# design 1

## src/rtl/trap_pkg.sv

```systemverilog
// Shared types and constants for the machine-mode trap controller.
// FSM states, event kinds, interrupt causes and mtvec modes.
package trap_pkg;

  typedef enum logic [1:0] {
    ST_IDLE,
    ST_DRAIN,
    ST_COMMIT,
    ST_REDIRECT
  } state_t;

  typedef enum logic [1:0] {
    K_EXC,
    K_IRQ,
    K_MRET
  } kind_t;

  localparam logic [3:0] CAUSE_EXT   = 4'd11;
  localparam logic [3:0] CAUSE_SW    = 4'd3;
  localparam logic [3:0] CAUSE_TIMER = 4'd7;

  localparam logic [1:0] MTVEC_DIRECT   = 2'd0;
  localparam logic [1:0] MTVEC_VECTORED = 2'd1;

  // pend is {timer,sw,ext}; ext wins, then sw, then timer
  function automatic logic [3:0] irq_cause(
    input logic [2:0] pend
  );
    logic [3:0] c;
    c = CAUSE_TIMER;
    if (pend[0]) c = CAUSE_EXT;
    else if (pend[1]) c = CAUSE_SW;
    return c;
  endfunction

endpackage

```

## src/rtl/trap_ctrl_if.sv

```systemverilog
// Bundle between the core pipeline/CSR file and the trap controller.
// master = core side, slave = trap_ctrl.
interface trap_ctrl_if;

  logic        exc_valid;
  logic [3:0]  exc_code;
  logic [31:0] exc_pc;
  logic        mret_req;
  logic [31:0] next_pc;
  logic        irq_ext;
  logic        irq_sw;
  logic        irq_timer;
  logic        csr_mie;
  logic [2:0]  csr_mxie;
  logic [31:0] csr_mtvec;
  logic [31:0] csr_mepc;
  logic        pipe_drained;

  logic [2:0]  ctrl_mxip;
  logic        flush_req;
  logic        ctrl_trap;
  logic        ctrl_mret;
  logic [4:0]  trap_info;
  logic [31:0] trap_pc;
  logic        redirect_valid;
  logic [31:0] redirect_pc;
  logic        drain_timeout;

  modport master (
    output exc_valid, exc_code, exc_pc,
    output mret_req, next_pc,
    output irq_ext, irq_sw, irq_timer,
    output csr_mie, csr_mxie,
    output csr_mtvec, csr_mepc,
    output pipe_drained,
    input  ctrl_mxip, flush_req,
    input  ctrl_trap, ctrl_mret,
    input  trap_info, trap_pc,
    input  redirect_valid, redirect_pc,
    input  drain_timeout
  );

  modport slave (
    input  exc_valid, exc_code, exc_pc,
    input  mret_req, next_pc,
    input  irq_ext, irq_sw, irq_timer,
    input  csr_mie, csr_mxie,
    input  csr_mtvec, csr_mepc,
    input  pipe_drained,
    output ctrl_mxip, flush_req,
    output ctrl_trap, ctrl_mret,
    output trap_info, trap_pc,
    output redirect_valid, redirect_pc,
    output drain_timeout
  );

endinterface

```

## src/rtl/irq_sync.sv

```systemverilog
// Parameterised-width two-flop synchronizer for asynchronous
// interrupt lines.
module irq_sync #(
  parameter int W = 1
) (
  input  logic         clk,
  input  logic         rst_n,
  input  logic [W-1:0] d,
  output logic [W-1:0] q
);

  logic [W-1:0] s1;

  always_ff @(posedge clk or negedge rst_n) begin
    if (!rst_n) begin
      s1 <= '0;
      q  <= '0;
    end else begin
      s1 <= d;
      q  <= s1;
    end
  end

endmodule

```

## src/rtl/trap_ctrl.sv

```systemverilog
// Machine-mode trap/mret sequencer: drain, commit, redirect.
// Build option TRAP_CTRL_IRQ_SYNC_EN adds a 2-flop irq synchronizer.
module trap_ctrl #(
  parameter int DRAIN_MAX = 15
) (
  input logic         ctrl_clk,
  input logic         ctrl_reset_n,
  trap_ctrl_if.slave  bus
);

  import trap_pkg::*;

  localparam int CW = $clog2(DRAIN_MAX + 1);
  localparam logic [CW-1:0] LAST = CW'(DRAIN_MAX - 1);

  state_t        state_q, state_d;
  kind_t         kind_q, kind_d;
  logic [CW-1:0] cnt_q, cnt_d;
  logic [4:0]    info_q, info_d;
  logic [31:0]   pc_q, pc_d;
  logic          tmo_q, tmo_set;
  logic          accept;

  logic [2:0]    irq_raw, irq_mid, mxip_q;
  logic [2:0]    pend;
  logic          irq_take;
  logic [31:0]   base;
  logic [31:0]   rpc;

  assign irq_raw = {bus.irq_timer, bus.irq_sw, bus.irq_ext};

`ifdef TRAP_CTRL_IRQ_SYNC_EN
  irq_sync #(
    .W (3)
  ) u_irq_sync (
    .clk   (ctrl_clk),
    .rst_n (ctrl_reset_n),
    .d     (irq_raw),
    .q     (irq_mid)
  );
`else
  assign irq_mid = irq_raw;
`endif

  assign pend     = mxip_q & bus.csr_mxie;
  assign irq_take = bus.csr_mie && (pend != 3'b000);

  always_comb begin
    state_d = state_q;
    cnt_d   = cnt_q;
    tmo_set = 1'b0;
    accept  = 1'b0;
    unique case (state_q)
      ST_IDLE: begin
        if (bus.exc_valid || bus.mret_req || irq_take) begin
          accept  = 1'b1;
          state_d = ST_DRAIN;
          cnt_d   = '0;
        end
      end
      ST_DRAIN: begin
        if (bus.pipe_drained) begin
          state_d = ST_COMMIT;
        end else if (cnt_q == LAST) begin
          state_d = ST_COMMIT;
          tmo_set = 1'b1;
        end else begin
          cnt_d = cnt_q + CW'(1);
        end
      end
      ST_COMMIT:   state_d = ST_REDIRECT;
      ST_REDIRECT: state_d = ST_IDLE;
      default:     state_d = ST_IDLE;
    endcase
  end

  // What gets latched if this cycle's event is accepted
  always_comb begin
    kind_d = K_EXC;
    info_d = {1'b0, bus.exc_code};
    pc_d   = bus.exc_pc;
    if (bus.exc_valid) begin
      kind_d = K_EXC;
    end else if (bus.mret_req) begin
      kind_d = K_MRET;
      info_d = '0;
      pc_d   = '0;
    end else begin
      kind_d = K_IRQ;
      info_d = {1'b1, irq_cause(pend)};
      pc_d   = bus.next_pc;
    end
  end

  always_ff @(posedge ctrl_clk or negedge ctrl_reset_n) begin
    if (!ctrl_reset_n) begin
      state_q <= ST_IDLE;
      cnt_q   <= '0;
      kind_q  <= K_EXC;
      info_q  <= '0;
      pc_q    <= '0;
      tmo_q   <= 1'b0;
      mxip_q  <= '0;
    end else begin
      state_q <= state_d;
      cnt_q   <= cnt_d;
      mxip_q  <= irq_mid;
      if (accept) begin
        kind_q <= kind_d;
        info_q <= info_d;
        pc_q   <= pc_d;
      end
      if (tmo_set) tmo_q <= 1'b1;
    end
  end

  assign base = {bus.csr_mtvec[31:2], 2'b00};

  always_comb begin
    rpc = '0;
    if (state_q == ST_REDIRECT) begin
      if (kind_q == K_MRET) begin
        rpc = bus.csr_mepc;
      end else if (kind_q == K_IRQ &&
                   bus.csr_mtvec[1:0] == MTVEC_VECTORED) begin
        rpc = base + {26'd0, info_q[3:0], 2'b00};
      end else begin
        rpc = base;
      end
    end
  end

  assign bus.ctrl_mxip      = mxip_q;
  assign bus.flush_req      = (state_q != ST_IDLE);
  assign bus.ctrl_trap      = (state_q == ST_COMMIT);
  assign bus.ctrl_mret      = (state_q == ST_COMMIT) &&
                              (kind_q == K_MRET);
  assign bus.trap_info      = info_q;
  assign bus.trap_pc        = pc_q;
  assign bus.redirect_valid = (state_q == ST_REDIRECT);
  assign bus.redirect_pc    = rpc;
  assign bus.drain_timeout  = tmo_q;

endmodule

```

## src/flat_wrapper.sv

```systemverilog
// flat-port wrapper written by rule: the top's interface ports become plain ports
module trap_ctrl_flat import trap_pkg::*;
#(
  parameter int DRAIN_MAX = 15
)
  (ctrl_clk, ctrl_reset_n, bus_exc_valid, bus_exc_code, bus_exc_pc, bus_mret_req, bus_next_pc, bus_irq_ext, bus_irq_sw, bus_irq_timer, bus_csr_mie, bus_csr_mxie, bus_csr_mtvec, bus_csr_mepc, bus_pipe_drained, bus_ctrl_mxip, bus_flush_req, bus_ctrl_trap, bus_ctrl_mret, bus_trap_info, bus_trap_pc, bus_redirect_valid, bus_redirect_pc, bus_drain_timeout);
  trap_ctrl_if bus_i ();
  input logic ctrl_clk;
  input logic ctrl_reset_n;
  input wire logic [$bits(bus_i.exc_valid)-1:0] bus_exc_valid;
  input wire logic [$bits(bus_i.exc_code)-1:0] bus_exc_code;
  input wire logic [$bits(bus_i.exc_pc)-1:0] bus_exc_pc;
  input wire logic [$bits(bus_i.mret_req)-1:0] bus_mret_req;
  input wire logic [$bits(bus_i.next_pc)-1:0] bus_next_pc;
  input wire logic [$bits(bus_i.irq_ext)-1:0] bus_irq_ext;
  input wire logic [$bits(bus_i.irq_sw)-1:0] bus_irq_sw;
  input wire logic [$bits(bus_i.irq_timer)-1:0] bus_irq_timer;
  input wire logic [$bits(bus_i.csr_mie)-1:0] bus_csr_mie;
  input wire logic [$bits(bus_i.csr_mxie)-1:0] bus_csr_mxie;
  input wire logic [$bits(bus_i.csr_mtvec)-1:0] bus_csr_mtvec;
  input wire logic [$bits(bus_i.csr_mepc)-1:0] bus_csr_mepc;
  input wire logic [$bits(bus_i.pipe_drained)-1:0] bus_pipe_drained;
  output wire logic [$bits(bus_i.ctrl_mxip)-1:0] bus_ctrl_mxip;
  output wire logic [$bits(bus_i.flush_req)-1:0] bus_flush_req;
  output wire logic [$bits(bus_i.ctrl_trap)-1:0] bus_ctrl_trap;
  output wire logic [$bits(bus_i.ctrl_mret)-1:0] bus_ctrl_mret;
  output wire logic [$bits(bus_i.trap_info)-1:0] bus_trap_info;
  output wire logic [$bits(bus_i.trap_pc)-1:0] bus_trap_pc;
  output wire logic [$bits(bus_i.redirect_valid)-1:0] bus_redirect_valid;
  output wire logic [$bits(bus_i.redirect_pc)-1:0] bus_redirect_pc;
  output wire logic [$bits(bus_i.drain_timeout)-1:0] bus_drain_timeout;
  assign bus_i.exc_valid = bus_exc_valid;
  assign bus_i.exc_code = bus_exc_code;
  assign bus_i.exc_pc = bus_exc_pc;
  assign bus_i.mret_req = bus_mret_req;
  assign bus_i.next_pc = bus_next_pc;
  assign bus_i.irq_ext = bus_irq_ext;
  assign bus_i.irq_sw = bus_irq_sw;
  assign bus_i.irq_timer = bus_irq_timer;
  assign bus_i.csr_mie = bus_csr_mie;
  assign bus_i.csr_mxie = bus_csr_mxie;
  assign bus_i.csr_mtvec = bus_csr_mtvec;
  assign bus_i.csr_mepc = bus_csr_mepc;
  assign bus_i.pipe_drained = bus_pipe_drained;
  assign bus_ctrl_mxip = bus_i.ctrl_mxip;
  assign bus_flush_req = bus_i.flush_req;
  assign bus_ctrl_trap = bus_i.ctrl_trap;
  assign bus_ctrl_mret = bus_i.ctrl_mret;
  assign bus_trap_info = bus_i.trap_info;
  assign bus_trap_pc = bus_i.trap_pc;
  assign bus_redirect_valid = bus_i.redirect_valid;
  assign bus_redirect_pc = bus_i.redirect_pc;
  assign bus_drain_timeout = bus_i.drain_timeout;
  trap_ctrl #(.DRAIN_MAX(DRAIN_MAX)) u_core (.ctrl_clk(ctrl_clk), .ctrl_reset_n(ctrl_reset_n), .bus(bus_i));
endmodule
```

## config.mk

```make
export PLATFORM = sky130hd
export DESIGN_NAME = trap_ctrl_flat
export DESIGN_NICKNAME = d
export VERILOG_FILES = /design/src/rtl/trap_pkg.sv /design/src/rtl/trap_ctrl_if.sv /design/src/rtl/irq_sync.sv /design/src/rtl/trap_ctrl.sv /design/src/flat_wrapper.sv
export SDC_FILE = /design/constraint.sdc
export NUM_CORES = 1
export LEC_CHECK = 0
export ABC_AREA = 1
export CELL_PAD_IN_SITES_DETAIL_PLACEMENT = 1
export CELL_PAD_IN_SITES_GLOBAL_PLACEMENT = 1
export CORE_MARGIN = 2
export CORE_UTILIZATION = 45
export DETAILED_ROUTE_END_ITERATION = 6
export DONT_BUFFER_PORTS = 1
export GPL_TIMING_DRIVEN = 0
export PLACE_DENSITY_LB_ADDON = 0.1
export SLEW_MARGIN = 10
export SYNTH_ARGS = -nofsm -noshare
export SYNTH_HDL_FRONTEND = slang
export SYNTH_HIERARCHICAL = 1
export SYNTH_SLANG_ARGS = --single-unit
```

## constraint.sdc

```tcl
create_clock -name ctrl_clk -period 4.4 [get_ports ctrl_clk]
set_input_delay 0.88 -clock ctrl_clk [delete_from_list [all_inputs] [get_ports ctrl_clk]]
set_output_delay 0.88 -clock ctrl_clk [all_outputs]
set_load 0.02 [all_outputs]
```

# design 2

[src/rtl/io_input_port.sv]
// Key debouncer and parallel rx capture with a small CPU read port and interrupt.
// Build with RX_FIFO_EN defined to queue rx words in an RX_DEPTH-entry FIFO instead of one register.
module io_input_port #(
  parameter int KEY_N    = 4,
  parameter int DATA_W   = 16,
  parameter int DEB_CNT  = 1000,
  parameter int RX_DEPTH = 4
) (
  input  logic              clk,
  input  logic              rst,
  input  logic [KEY_N-1:0]  key,
  input  logic [DATA_W-1:0] rx,
  input  logic              rx_stb,
  input  logic              rd_en,
  input  logic [1:0]        rd_sel,
  output logic [DATA_W-1:0] rd_data,
  output logic [KEY_N-1:0]  key_lvl,
  output logic              irq
);

  localparam int CNT_W = (DEB_CNT > 1) ? $clog2(DEB_CNT) : 1;
  localparam logic [CNT_W-1:0] CNT_MAX = CNT_W'(DEB_CNT - 1);

  logic [KEY_N-1:0]  sync1, sync2;
  logic [CNT_W-1:0]  cnt [KEY_N];
  logic [KEY_N-1:0]  deb_done, key_fall;
  logic [KEY_N-1:0]  key_evt;
  logic              rd_rx, rd_key, rd_stat;
  logic              rx_valid;
  logic              ovf, ovf_set;
  logic [DATA_W-1:0] rx_head;
  logic [DATA_W-1:0] rd_mux;

  assign rd_rx   = rd_en && (rd_sel == 2'd0);
  assign rd_key  = rd_en && (rd_sel == 2'd1);
  assign rd_stat = rd_en && (rd_sel == 2'd2);

  always_ff @(posedge clk or negedge rst) begin
    if (!rst) begin
      sync1 <= '1;
      sync2 <= '1;
    end else begin
      sync1 <= key;
      sync2 <= sync1;
    end
  end

  always_comb begin
    deb_done = '0;
    key_fall = '0;
    for (int i = 0; i < KEY_N; i++) begin
      deb_done[i] = (sync2[i] != key_lvl[i]) && (cnt[i] == CNT_MAX);
      key_fall[i] = deb_done[i] && !sync2[i];
    end
  end

  // Counter only runs while the synced key disagrees with the accepted level,
  // and clears at terminal count, so it can never wrap.
  always_ff @(posedge clk or negedge rst) begin
    if (!rst) begin
      key_lvl <= '1;
      for (int i = 0; i < KEY_N; i++) cnt[i] <= '0;
    end else begin
      for (int i = 0; i < KEY_N; i++) begin
        if (sync2[i] == key_lvl[i]) begin
          cnt[i] <= '0;
        end else if (deb_done[i]) begin
          cnt[i]     <= '0;
          key_lvl[i] <= sync2[i];
        end else begin
          cnt[i] <= cnt[i] + 1'b1;
        end
      end
    end
  end

  // A press landing on the clearing read survives.
  always_ff @(posedge clk or negedge rst) begin
    if (!rst) key_evt <= '0;
    else      key_evt <= (rd_key ? '0 : key_evt) | key_fall;
  end

`ifdef RX_FIFO_EN
  localparam int AW = (RX_DEPTH > 1) ? $clog2(RX_DEPTH) : 1;

  logic [DATA_W-1:0] mem [RX_DEPTH];
  logic [AW:0]       wr_ptr, rd_ptr;
  logic              empty, full, push, pop;

  assign empty    = (wr_ptr == rd_ptr);
  assign full     = (wr_ptr[AW] != rd_ptr[AW]) && (wr_ptr[AW-1:0] == rd_ptr[AW-1:0]);
  assign pop      = rd_rx && !empty;
  assign push     = rx_stb && (!full || pop);
  assign ovf_set  = rx_stb && full && !pop;
  assign rx_valid = !empty;
  assign rx_head  = empty ? '0 : mem[rd_ptr[AW-1:0]];

  always_ff @(posedge clk or negedge rst) begin
    if (!rst) begin
      wr_ptr <= '0;
      rd_ptr <= '0;
      for (int i = 0; i < RX_DEPTH; i++) mem[i] <= '0;
    end else begin
      if (push) begin
        mem[wr_ptr[AW-1:0]] <= rx;
        wr_ptr              <= wr_ptr + 1'b1;
      end
      if (pop) rd_ptr <= rd_ptr + 1'b1;
    end
  end
`else
  logic [DATA_W-1:0] rx_q;

  // A strobe coinciding with a data read hands the old word out and is not an overflow.
  assign ovf_set = rx_stb && rx_valid && !rd_rx;
  assign rx_head = rx_valid ? rx_q : '0;

  always_ff @(posedge clk or negedge rst) begin
    if (!rst) begin
      rx_q     <= '0;
      rx_valid <= 1'b0;
    end else if (rx_stb) begin
      rx_q     <= rx;
      rx_valid <= 1'b1;
    end else if (rd_rx) begin
      rx_valid <= 1'b0;
    end
  end
`endif

  always_ff @(posedge clk or negedge rst) begin
    if (!rst) ovf <= 1'b0;
    else      ovf <= (rd_stat ? 1'b0 : ovf) | ovf_set;
  end

  always_comb begin
    rd_mux = '0;
    case (rd_sel)
      2'd0: rd_mux = rx_head;
      2'd1: rd_mux[KEY_N-1:0] = key_evt;
      2'd2: rd_mux[KEY_N+1:0] = {ovf, rx_valid, key_lvl};
      default: rd_mux = '0;
    endcase
  end

  always_ff @(posedge clk or negedge rst) begin
    if (!rst) begin
      rd_data <= '0;
      irq     <= 1'b0;
    end else begin
      if (rd_en) rd_data <= rd_mux;
      irq <= (|key_evt) | rx_valid;
    end
  end

endmodule

[config.mk]
export PLATFORM = sky130hd
export DESIGN_NAME = io_input_port
export DESIGN_NICKNAME = d
export VERILOG_FILES = /design/src/rtl/io_input_port.sv
export SDC_FILE = /design/constraint.sdc
export NUM_CORES = 1
export LEC_CHECK = 0
export CORE_MARGIN = 2
export CORE_UTILIZATION = 55
export CTS_BUF_LIST = sky130_fd_sc_hd__clkbuf_4 sky130_fd_sc_hd__clkbuf_8 sky130_fd_sc_hd__clkbuf_16
export CTS_CLUSTER_SIZE = 8
export DETAILED_ROUTE_END_ITERATION = 7
export GPL_TIMING_DRIVEN = 0
export PLACE_DENSITY_LB_ADDON = 0.3
export REMOVE_ABC_BUFFERS = 1
export SLEW_MARGIN = 20
export SYNTH_ARGS = -nofsm -noshare
export SYNTH_HDL_FRONTEND = slang
export SYNTH_SLANG_ARGS = --single-unit
export TNS_END_PERCENT = 5
[constraint.sdc]
create_clock -name clk -period 1.84 [get_ports clk]
set_input_delay 0.46 -clock clk [delete_from_list [all_inputs] [get_ports clk]]
set_output_delay 0.46 -clock clk [all_outputs]
set_load 0.01 [all_outputs]
# design 3

<file path="src/rtl/ram_bus_arbiter.sv">
// Two-master round-robin arbiter and transfer sequencer for a single-port RAM.
// All outputs are registered; this block is the only driver of the RAM bus.
module ram_bus_arbiter #(
    parameter int ADDR_W = 16,
    parameter int DATA_W = 16,
    parameter int RD_LAT = 1
) (
    input  logic              wire_clock,
    input  logic              wire_reset,
    input  logic              m0_req,
    input  logic              m0_rw,
    input  logic [ADDR_W-1:0] m0_addr,
    input  logic [DATA_W-1:0] m0_wdata,
    output logic              m0_gnt,
    output logic              m0_done,
    output logic [DATA_W-1:0] m0_rdata,
    input  logic              m1_req,
    input  logic              m1_rw,
    input  logic [ADDR_W-1:0] m1_addr,
    input  logic [DATA_W-1:0] m1_wdata,
    output logic              m1_gnt,
    output logic              m1_done,
    output logic [DATA_W-1:0] m1_rdata,
    output logic [ADDR_W-1:0] bus_RAM_ADDRESS,
    output logic [DATA_W-1:0] bus_RAM_DATA_OUT,
    output logic              wire_RW,
    input  logic [DATA_W-1:0] bus_RAM_DATA_IN,
    output logic              busy,
    output logic              owner
);

    typedef enum logic [1:0] {IDLE, ACCESS, WAIT, DONE} state_t;

    // WAIT lasts RD_LAT-1 cycles; the counter is loaded with that count minus one.
    localparam logic [1:0] WAIT_LOAD = 2'(RD_LAT - 2);

    state_t     state;
    state_t     state_next;
    logic       prio;
    logic       win;
    logic       capture;
    logic       cur_rw;
    logic [1:0] wait_cnt;

    always_comb begin
        // NOTE: every combinational output is given a default first so no path infers a latch.
        state_next = state;
        capture    = 1'b0;
        win        = (m0_req && m1_req) ? prio : m1_req;
        case (state)
            IDLE: begin
                if (m0_req || m1_req) state_next = ACCESS;
            end
            ACCESS: begin
                if (cur_rw || RD_LAT == 1) begin
                    state_next = DONE;
                    capture    = !cur_rw;
                end else begin
                    state_next = WAIT;
                end
            end
            WAIT: begin
                if (wait_cnt == 2'd0) begin
                    state_next = DONE;
                    capture    = 1'b1;
                end
            end
            DONE:    state_next = IDLE;
            default: state_next = IDLE;
        endcase
    end

    always_ff @(posedge wire_clock or negedge wire_reset) begin
        // NOTE: non-blocking assignments so every register samples pre-edge values.
        if (!wire_reset) state <= IDLE;
        else             state <= state_next;
    end

    always_ff @(posedge wire_clock or negedge wire_reset) begin
        if (!wire_reset) begin
            m0_gnt           <= 1'b0;
            m1_gnt           <= 1'b0;
            m0_done          <= 1'b0;
            m1_done          <= 1'b0;
            m0_rdata         <= '0;
            m1_rdata         <= '0;
            bus_RAM_ADDRESS  <= '0;
            bus_RAM_DATA_OUT <= '0;
            wire_RW          <= 1'b0;
            busy             <= 1'b0;
            owner            <= 1'b0;
            prio             <= 1'b0;
            cur_rw           <= 1'b0;
            wait_cnt         <= 2'd0;
        end else begin
            m0_gnt  <= 1'b0;
            m1_gnt  <= 1'b0;
            m0_done <= 1'b0;
            m1_done <= 1'b0;
            wire_RW <= 1'b0;
            busy    <= (state_next != IDLE);

            if (state == IDLE && (m0_req || m1_req)) begin
                owner           <= win;
                prio            <= !win;
                m0_gnt          <= !win;
                m1_gnt          <= win;
                cur_rw          <= win ? m1_rw : m0_rw;
                wire_RW         <= win ? m1_rw : m0_rw;
                bus_RAM_ADDRESS <= win ? m1_addr : m0_addr;
                if (win ? m1_rw : m0_rw)
                    bus_RAM_DATA_OUT <= win ? m1_wdata : m0_wdata;
            end

            if (state == ACCESS)    wait_cnt <= WAIT_LOAD;
            else if (state == WAIT) wait_cnt <= wait_cnt - 2'd1;

            // Only the current owner's read-data register is ever written.
            if (capture) begin
                if (owner) m1_rdata <= bus_RAM_DATA_IN;
                else       m0_rdata <= bus_RAM_DATA_IN;
            end

            if (state_next == DONE) begin
                m0_done <= !owner;
                m1_done <= owner;
            end
        end
    end

endmodule

</file>
<file path="config.mk">
export PLATFORM = sky130hd
export DESIGN_NAME = ram_bus_arbiter
export DESIGN_NICKNAME = d
export VERILOG_FILES = /design/src/rtl/ram_bus_arbiter.sv
export SDC_FILE = /design/constraint.sdc
export NUM_CORES = 1
export LEC_CHECK = 0
export CAP_MARGIN = 10
export CELL_PAD_IN_SITES_DETAIL_PLACEMENT = 1
export CELL_PAD_IN_SITES_GLOBAL_PLACEMENT = 2
export CORE_MARGIN = 2
export CORE_UTILIZATION = 28
export CTS_BUF_LIST = sky130_fd_sc_hd__clkbuf_2
export DETAILED_ROUTE_END_ITERATION = 16
export PLACE_DENSITY_LB_ADDON = 0.08
export RECOVER_POWER = 100
export SYNTH_ARGS = -nofsm -noshare
export SYNTH_HDL_FRONTEND = slang
export SYNTH_SLANG_ARGS = --single-unit
export TNS_END_PERCENT = 1
</file>
<file path="constraint.sdc">
create_clock -name wire_clock -period 5.6 [get_ports wire_clock]
set_input_delay 1.12 -clock wire_clock [delete_from_list [all_inputs] [get_ports wire_clock]]
set_output_delay 1.12 -clock wire_clock [all_outputs]
set_load 0.05 [all_outputs]
</file>
# design 4

**src/rtl/riscv_pkg.sv**
```systemverilog
// Shared constants and helpers for the decode-stage register file.
package riscv_pkg;

  localparam int XLEN_DEFAULT  = 32;
  localparam int NREGS_DEFAULT = 32;
  localparam int ZERO_REG      = 0;

  // Address width needed to index nregs registers (at least one bit).
  function automatic int addr_width(input int nregs);
    return (nregs > 1) ? $clog2(nregs) : 1;
  endfunction

endpackage

```
**src/rtl/regfile_fwd_port.sv**
```systemverilog
// Single read-port resolver: picks the youngest available copy of a register
// (zero, EX forward, writeback bypass, array) and flags reads that must wait
// on a pending long-latency producer.
module regfile_fwd_port
  import riscv_pkg::*;
#(
  parameter int XLEN = XLEN_DEFAULT,
  parameter int AW   = addr_width(NREGS_DEFAULT)
) (
  input  logic            rd_en,
  input  logic [AW-1:0]   rd_addr,
  input  logic [XLEN-1:0] arr_word,
  input  logic            busy_bit,
  input  logic            fwd_valid,
  input  logic [AW-1:0]   fwd_addr,
  input  logic [XLEN-1:0] fwd_data,
  input  logic            we,
  input  logic [AW-1:0]   wa,
  input  logic [XLEN-1:0] wd,
  output logic [XLEN-1:0] rd_data,
  output logic            unresolved
);

  logic is_zero;
  logic fwd_hit;
  logic wb_hit;

  assign is_zero = (rd_addr == AW'(ZERO_REG));
  assign fwd_hit = fwd_valid && (fwd_addr == rd_addr);
  assign wb_hit  = we && (wa == rd_addr);

  // Priority mux: the younger the producer, the higher its priority.
  always_comb begin
    rd_data = arr_word;
    if (is_zero) begin
      rd_data = '0;
    end else if (fwd_hit) begin
      rd_data = fwd_data;
    end else if (wb_hit) begin
      rd_data = wd;
    end
  end

  // A pending register is still usable when its value arrives on a bypass.
  always_comb begin
    unresolved = rd_en && !is_zero && busy_bit && !fwd_hit && !wb_hit;
  end

endmodule

```
**src/rtl/regfile_fwd.sv**
```systemverilog
// NREAD-port register file with write-first bypass, EX forwarding and a
// pending-write scoreboard that raises a decode stall.
// Optional macro REGFILE_FWD_PERF_EN adds a saturating stall_cycles counter.
module regfile_fwd
  import riscv_pkg::*;
#(
  parameter  int XLEN  = XLEN_DEFAULT,
  parameter  int NREGS = NREGS_DEFAULT,
  parameter  int NREAD = 2,
  localparam int AW    = addr_width(NREGS)
) (
  input  logic                  clk,
  input  logic                  rst,
  input  logic [NREAD-1:0]      rd_en,
  input  logic [NREAD*AW-1:0]   rd_addr,
  output logic [NREAD*XLEN-1:0] rd_data,
  input  logic                  we,
  input  logic [AW-1:0]         wa,
  input  logic [XLEN-1:0]       wd,
  input  logic                  fwd_valid,
  input  logic [AW-1:0]         fwd_addr,
  input  logic [XLEN-1:0]       fwd_data,
  input  logic                  sb_set,
  input  logic [AW-1:0]         sb_addr,
  output logic                  stall,
  output logic [NREGS-1:0]      busy
`ifdef REGFILE_FWD_PERF_EN
  ,
  output logic [31:0]           stall_cycles
`endif
);

  logic [XLEN-1:0]  mem [NREGS];
  logic [NREGS-1:0] busy_q;
  logic [NREGS-1:0] busy_d;
  logic [NREAD-1:0] unres;
  logic             wr_ok;
  logic             set_ok;

  assign wr_ok  = we && (wa != AW'(ZERO_REG));
  assign set_ok = sb_set && (sb_addr != AW'(ZERO_REG));

  // Architectural array; register 0 is never written.
  always_ff @(posedge clk) begin
    if (rst) begin
      for (int i = 0; i < NREGS; i++) begin
        mem[i] <= '0;
      end
    end else if (wr_ok) begin
      mem[wa] <= wd;
    end
  end

  // Scoreboard next state: a new producer outranks a retiring one.
  always_comb begin
    busy_d = busy_q;
    if (wr_ok) begin
      busy_d[wa] = 1'b0;
    end
    if (set_ok) begin
      busy_d[sb_addr] = 1'b1;
    end
    busy_d[ZERO_REG] = 1'b0;
  end

  // Scoreboard register.
  always_ff @(posedge clk) begin
    if (rst) begin
      busy_q <= '0;
    end else begin
      busy_q <= busy_d;
    end
  end

  assign busy = busy_q;

  for (genvar g = 0; g < NREAD; g++) begin : g_port
    logic [AW-1:0] addr_g;
    assign addr_g = rd_addr[g*AW +: AW];

    regfile_fwd_port #(
      .XLEN (XLEN),
      .AW   (AW)
    ) u_port (
      .rd_en      (rd_en[g]),
      .rd_addr    (addr_g),
      .arr_word   (mem[addr_g]),
      .busy_bit   (busy_q[addr_g]),
      .fwd_valid  (fwd_valid),
      .fwd_addr   (fwd_addr),
      .fwd_data   (fwd_data),
      .we         (we),
      .wa         (wa),
      .wd         (wd),
      .rd_data    (rd_data[g*XLEN +: XLEN]),
      .unresolved (unres[g])
    );
  end

  assign stall = |unres;

`ifdef REGFILE_FWD_PERF_EN
  // Count stalled cycles, holding at all-ones instead of wrapping.
  always_ff @(posedge clk) begin
    if (rst) begin
      stall_cycles <= '0;
    end else if (stall && (stall_cycles != 32'hFFFF_FFFF)) begin
      stall_cycles <= stall_cycles + 32'd1;
    end
  end
`endif

endmodule

```
**config.mk**
```make
export PLATFORM = sky130hd
export DESIGN_NAME = regfile_fwd
export DESIGN_NICKNAME = d
export VERILOG_FILES = /design/src/rtl/riscv_pkg.sv /design/src/rtl/regfile_fwd_port.sv /design/src/rtl/regfile_fwd.sv
export SDC_FILE = /design/constraint.sdc
export NUM_CORES = 2
export LEC_CHECK = 0
export CELL_PAD_IN_SITES_DETAIL_PLACEMENT = 0
export CELL_PAD_IN_SITES_GLOBAL_PLACEMENT = 1
export CORE_ASPECT_RATIO = 1.2
export CORE_MARGIN = 3
export CORE_UTILIZATION = 53
export CTS_BUF_LIST = sky130_fd_sc_hd__clkbuf_4
export CTS_CLUSTER_SIZE = 12
export DETAILED_ROUTE_END_ITERATION = 12
export PLACE_DENSITY_LB_ADDON = 0.1
export RECOVER_POWER = 50
export SLEW_MARGIN = 20
export SYNTH_ARGS = -nofsm -noshare
export SYNTH_HDL_FRONTEND = slang
export SYNTH_SLANG_ARGS = --single-unit
```
**constraint.sdc**
```tcl
create_clock -name clk -period 3.1 [get_ports clk]
set_input_delay 0.465 -clock clk [delete_from_list [all_inputs] [get_ports clk]]
set_output_delay 0.465 -clock clk [all_outputs]
set_load 0.005 [all_outputs]
```

==> screenshots <==
Sizing map.
picture 1
Bar = 100 microns.
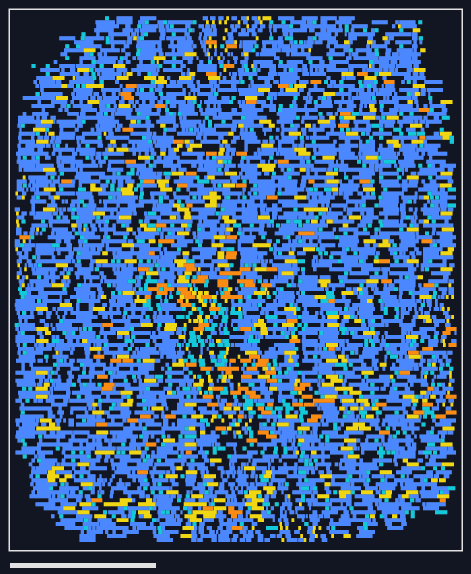
picture 2
Bar = 20 microns.
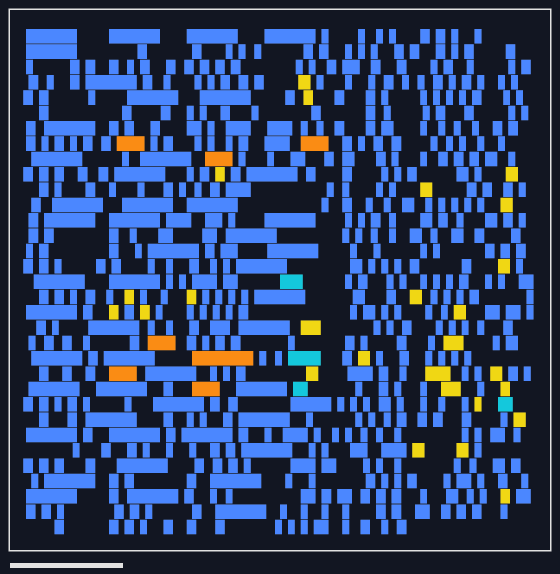
picture 3
Bar = 20 microns.
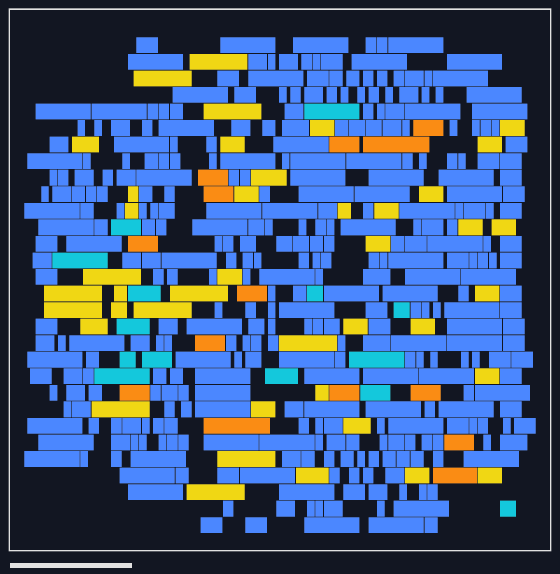
picture 4
Bar = 20 microns.
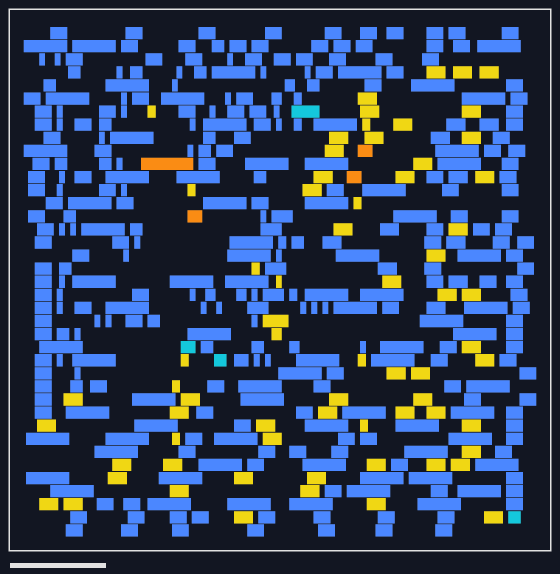
design 3 -> picture 4
design 2 -> picture 3
design 4 -> picture 1
design 1 -> picture 2

Key to picture 4:
orange -> x6 and larger  # cells 4
yellow -> x2  # cells 67
cyan -> x3 and x4  # cells 4
blue -> x1 and smaller  # cells 327

### Clock network drawn from the DEF, design 1

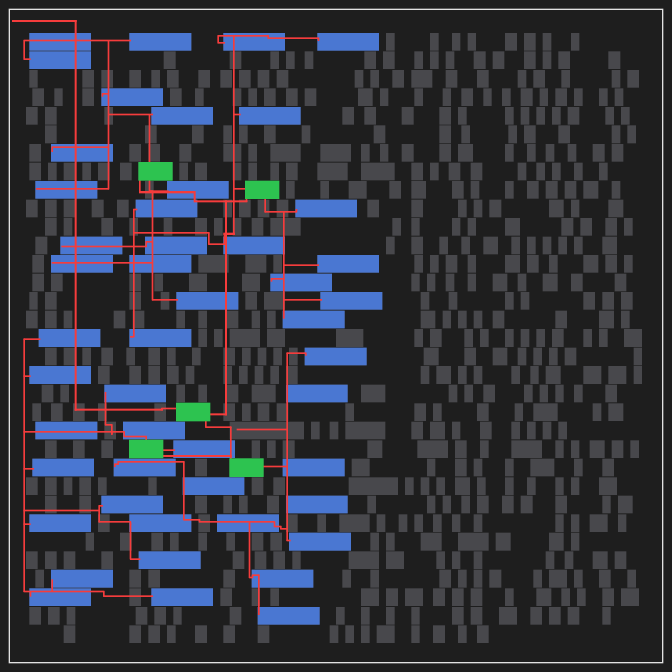
red -> clock wires  # length 641 microns
blue -> flip-flops  # count 48
green -> clock-net drivers  # count 5
routed clock nets = 6
Clock Power Share: 13.1%
power in the clock group: 0.322 mW
Late-Pin Clk Latency: 0.30 ns
Clock Skew: 0.00719 ns

==> ci_impl_report.md, design 1 <==
## Synthesis and layout report

| Metric | Value |
|---|---|
| Status | `completed` |
| Post-Syn Nets | `about 740` |
| Cell Area, Placed | `0.00392 sq mm` |
| Diodes inserted | `0` |
| Crit share post-route | `80.1%` |
| Required time worst endpoint | `3.52 ns` |
| DR vias/cell | `5.88` |
| Psw | `1.33 mW` |
| Achievable Freq | `between 0.2 and 0.3 GHz` |
| Comb area leader | `simple AND/OR/NAND/NOR gates` |
| CP cell instances | `ha_1 -> inv_1 -> fa_1 -> nor2_1 -> nor2_1 -> nor2_2 -> nand3_1 -> nor3_1 -> nor2_1 -> nor2_1` |
| Worst min-delay path class | `input port to asynchronous set/reset pin` |
| Width of the die | `95.8 microns` |
| OpenROAD warning count | `30` |
| # clk buffers | `6` |
| Critical Path Start | `u_core/bus.trap_info[0]$_DFFE_PN0P_` |
| Initial antenna violation count | `0` |
| Die height | `95.8 microns` |
| Critical-path maximum fanout | `4` |
| Fill count | `1,119` |
| Seq_cells | `48` |
| DP Worst Slack | `0.899 ns` |
| Fin cells | `694` |
| Top cell category | `multi-input combinational cells` |
| Worst reg-to-reg setup slack | `between 2 and 2.5 ns` |
| FF-to-FF End | `u_core/bus.trap_pc[12]$_DFFE_PN0P_` |
| Crit path kind | `flip-flop to output pin` |
==> design 1: worst max-delay path: cells and delay by family (launching register included) <==
family / cells / cell delay, ns
adders and majority gates: 2 / 0.64
buffers and inverters: 1 / 0.06
DFF: 1 / 0.52
and+or+nand+nor: 7 / 1.14
==> design 1: registers in the layout, indices dropped and copies added, names as in the netlist <==
signal	count
u_core/state_q	2
u_core/bus.trap_pc	32
u_core/bus.ctrl_mxip	3
u_core/bus.trap_info	4
u_core/bus.drain_timeout	1
u_core/kind_q	2
u_core/cnt_q	4
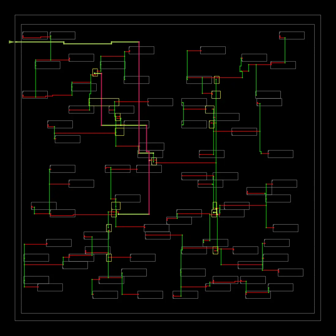
*The clock network, design 3*
power in the clock group: 0.324 mW
# clk buffers: 10
TritonCTS buffer count: 9
Clock Skew: 0.0366 ns
seq_cells: 77

==> ci_impl_report.md, design 3 <==
## Synthesis and layout report

| Metric | Value |
|---|---|
| Status | `complete, but fails checks` |
| Failing checks | `capacitance limit, slew limit` |
| DP Worst Slack | `1.91 ns` |
| Top cell category | `registers` |
| IO Port Bufs | `roughly 160` |
| Most common logic cells in the final layout | `clkdlybuf4s50_1, dfrtp_1, dlygate4sd3_1, mux2_2, nand2_1` |
| Slew Limit Fails | `17` |
| Slowest CP cell | `nor3b_1` |
| Critical Path Start | `state[0]$_DFF_PN0_` |
| RSZ-0062 raised after global routing | `false` |
| # IOs | `157` |
| Synth Register Bits | `between 70 and 80` |
| Fraction of area in multi-input gates | `24.0%` |
| Net Sw Frac | `50.3%` |
| Share of power burned in combinational logic | `60.2%` |
| Max-cap viol count | `2` |
| Flip-flops with a built-in enable | `0` |
| Initial antenna violation count | `0` |
| Share of cells above drive strength 1 | `approximately a fifth` |
| Post-Syn Nets | `330` |
| Via count | `2,474` |
| Final WS setup | `2.15 ns` |
| Gpl congestion | `0.736` |
| Psw | `between 1.5 and 2 mW` |
-- design 3: layer usage --
| layer | part of all wire [%] | vias to the layer above | wire (microns) | GRT usage (%) |
|---|---|---|---|---|
| met2 | 48 | 92 | 4280 | 24.3 |
| met4 | 1.0 | 0 | 93 | 4.63 |
| met1 | 43 | 1226 | 3850 | 18.3 |
| li1 | - | 1149 | - | - |
| met5 | 0 | - | 0 | 0 |
| met3 | 7.3 | 7 | 644 | 5.35 |
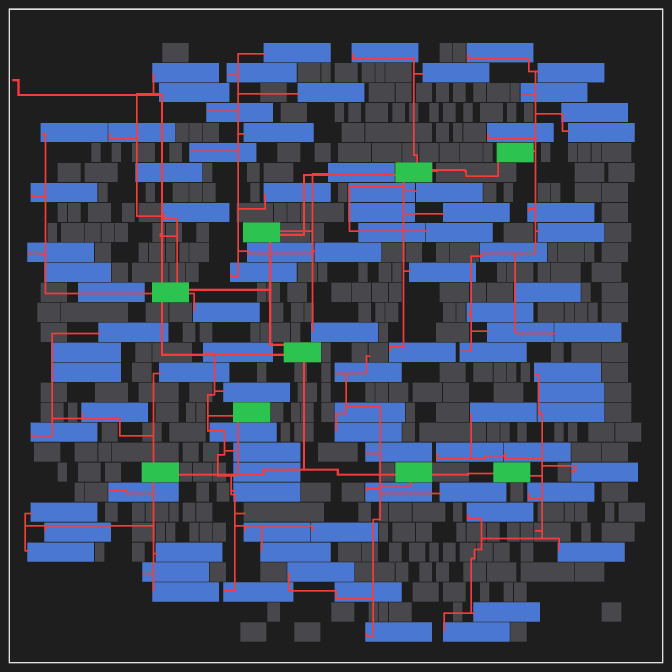
*Clock network drawn from the DEF, design 2*
red -> clock wires  # length 981 microns
green -> clock-net drivers  # count 9
blue -> flip-flops  # count 91
flops lie = all over the die

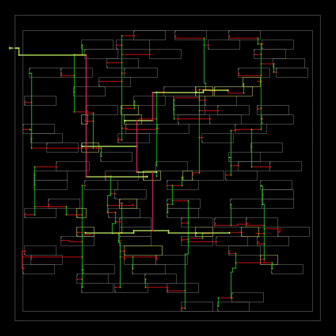
*The clock network, design 2*
Clock Skew: 0.00867 ns
seq_cells: 91
power in the clock group: 1.51 mW

==> ci_impl_report.md, design 2 <==
## Synthesis and layout report

| Metric | Value |
|---|---|
| DR vias/cell | `5.41` |
| Top delay family on crit path | `simple AND/OR/NAND/NOR gates` |
| FF-to-FF End | `key_lvl[1]$_DFFE_PN1P_` |
| Met2 routed WL | `3860 microns` |
| Die height | `88.8 microns` |
| Met1 Wirelength | `3460 microns` |
| Final Hold Viols | `0` |
| Post-synth ARST share | `100%` |
| Number of global-route vias before repair | `2,674` |
| FF/Latch Area | `0.00229 sq mm` |
| Core box area | `0.00687 sq mm` |
| Status | `completed` |
| Signal buf overhead | `between 10% and 20%` |
| Initial DRC Count | `between 150 and 200` |
| Clock Power Share | `approximately 37%` |
| P_int | `3.15 mW` |
| Top-area cell share | `50.0%` |
| TritonCTS buffer count | `9` |
[design 2: power groups by stage]
stage	registers, mW	clock network [mW]	logic (mW)
5_1_grt	2.20	1.62	0.414
4_1_cts	2.18	1.54	0.367
2_1_floorplan	2.21	0	0.133
3_3_place_gp	2.21	0	0.344
6_report	2.18	1.51	0.368
3_5_place_dp	2.22	0	0.359
[design 2: registers in the layout, indices dropped and copies added, names as in the netlist]
register	count
key_lvl	4
sync1	4
irq	1
rx_q	16
rx_valid	1
ovf	1
key_evt	4
cnt	40
rd_data	16
sync2	4
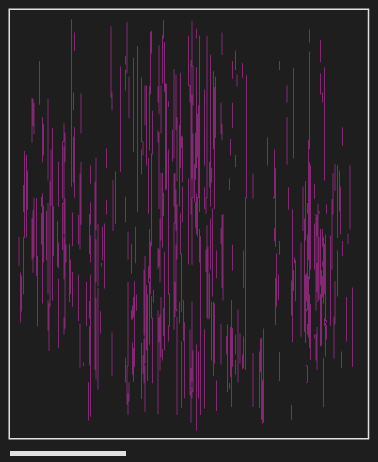
*Met4 routing, design 4*
Bar = 100 microns.
main direction = vertical
wire length on this layer = 15,700 microns
share of all routed wire = 7.2%
nets with wire on the layer = 204

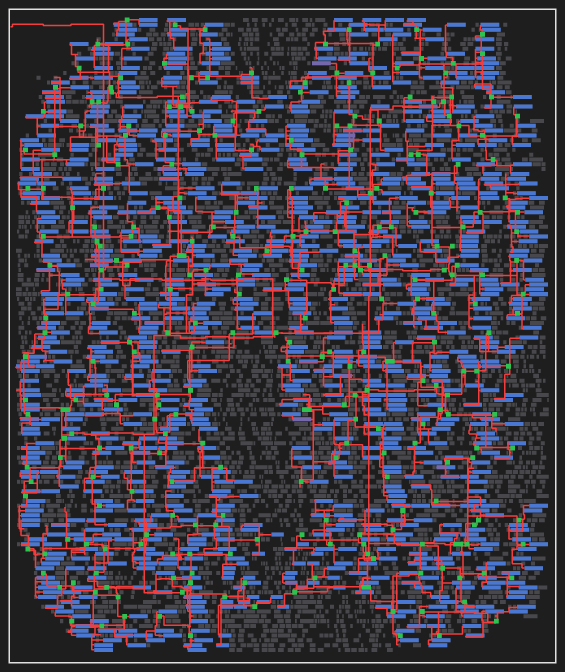
*Clock network drawn from the DEF, design 4*
blue -> flip-flops  # count 1,055
red -> clock wires  # length 14,200 microns
green -> clock-net drivers  # count 288
flops lie = all over the die
routed clock nets = 289

==> ci_impl_report.md, design 4 <==
## Synthesis and layout report

| Metric | Value |
|---|---|
| Total power draw | `34.2 mW` |
| DR pass1 iterations | `5` |
| Final WS setup | `-0.607 ns` |
| Max-cap viol count | `8` |
| Initial antenna violation count | `19` |
| Failing checks | `capacitance limit, slew limit, setup timing` |
| Seq share, synth | `a little over half` |
| Synth Register Bits | `1,055` |
| Fin cells | `6,712` |
| Slew Limit Fails | `194` |
| Width of the die | `308 microns` |
| # rows | `132` |
| Post-synthesis instance total | `approximately 4,500` |
| Net Sw Frac | `between 20% and 30%` |
| Final setup viols | `410` |
| RSZ-0062 raised after global routing | `true` |
| Status | `complete, but fails checks` |
## design 4: area by class of cell
| type | instances | area share [%] |
|---|---|---|
| flip-flops and latches | 1055 | 44.9 |
| multi-input cells | 2979 | 36.9 |
| repair buffers | 750 | 10.5 |
| clock buffers | 410 | 4.41 |
| well taps | 1407 | 2.52 |
| clock inverters | 63 | 0.476 |
| inverters | 34 | 0.183 |
| diodes | 14 | 0.0501 |
## design 4: worst max-delay path: cells and delay by family, from the launching register on
family	cells	cell delay (ns)
simple gates	1	0.11
flops	1	0.41
buf+inv	2	0.36
compound gates	2	0.36
mux	2	0.81


==> layout pictures side by side <==
Pin map.
Pins as bars across the die edge, other pins in gray.
panel A
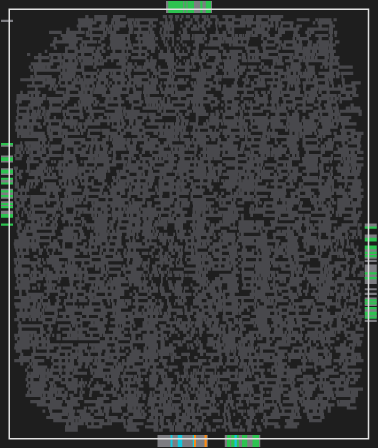
panel B
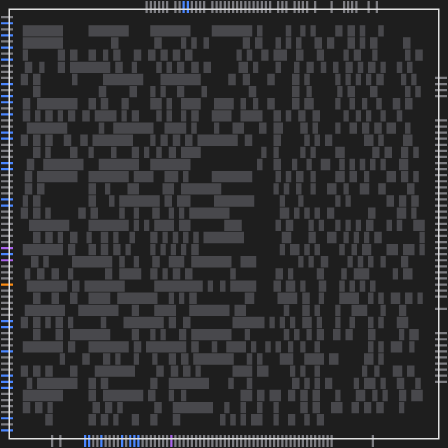
panel C
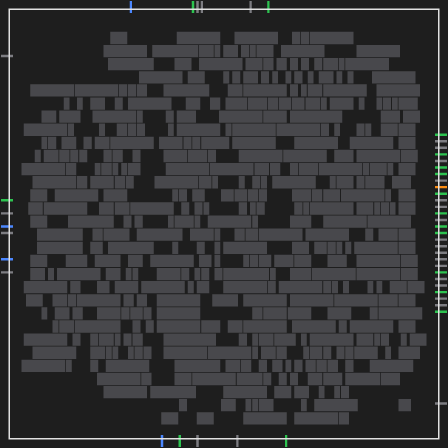
panel D
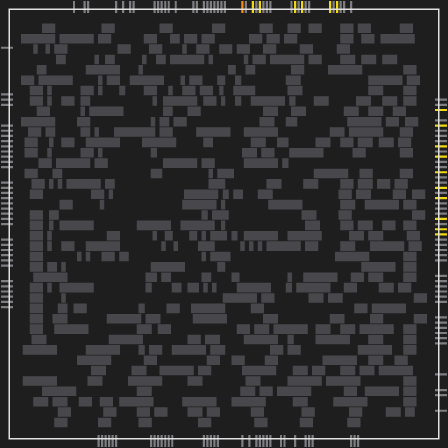
panel D: design 3
panel B: design 1
panel C: design 2
panel A: design 4

Key to panel A:
cyan -> wa  # pins 5, direction input, edge bottom
green -> rd_data  # pins 64, direction output, edge 21 top, 15 right, 14 bottom, 14 left
orange -> rd_en  # pins 2, direction input, edge bottom

Power is estimated from default activity; no workload was simulated.
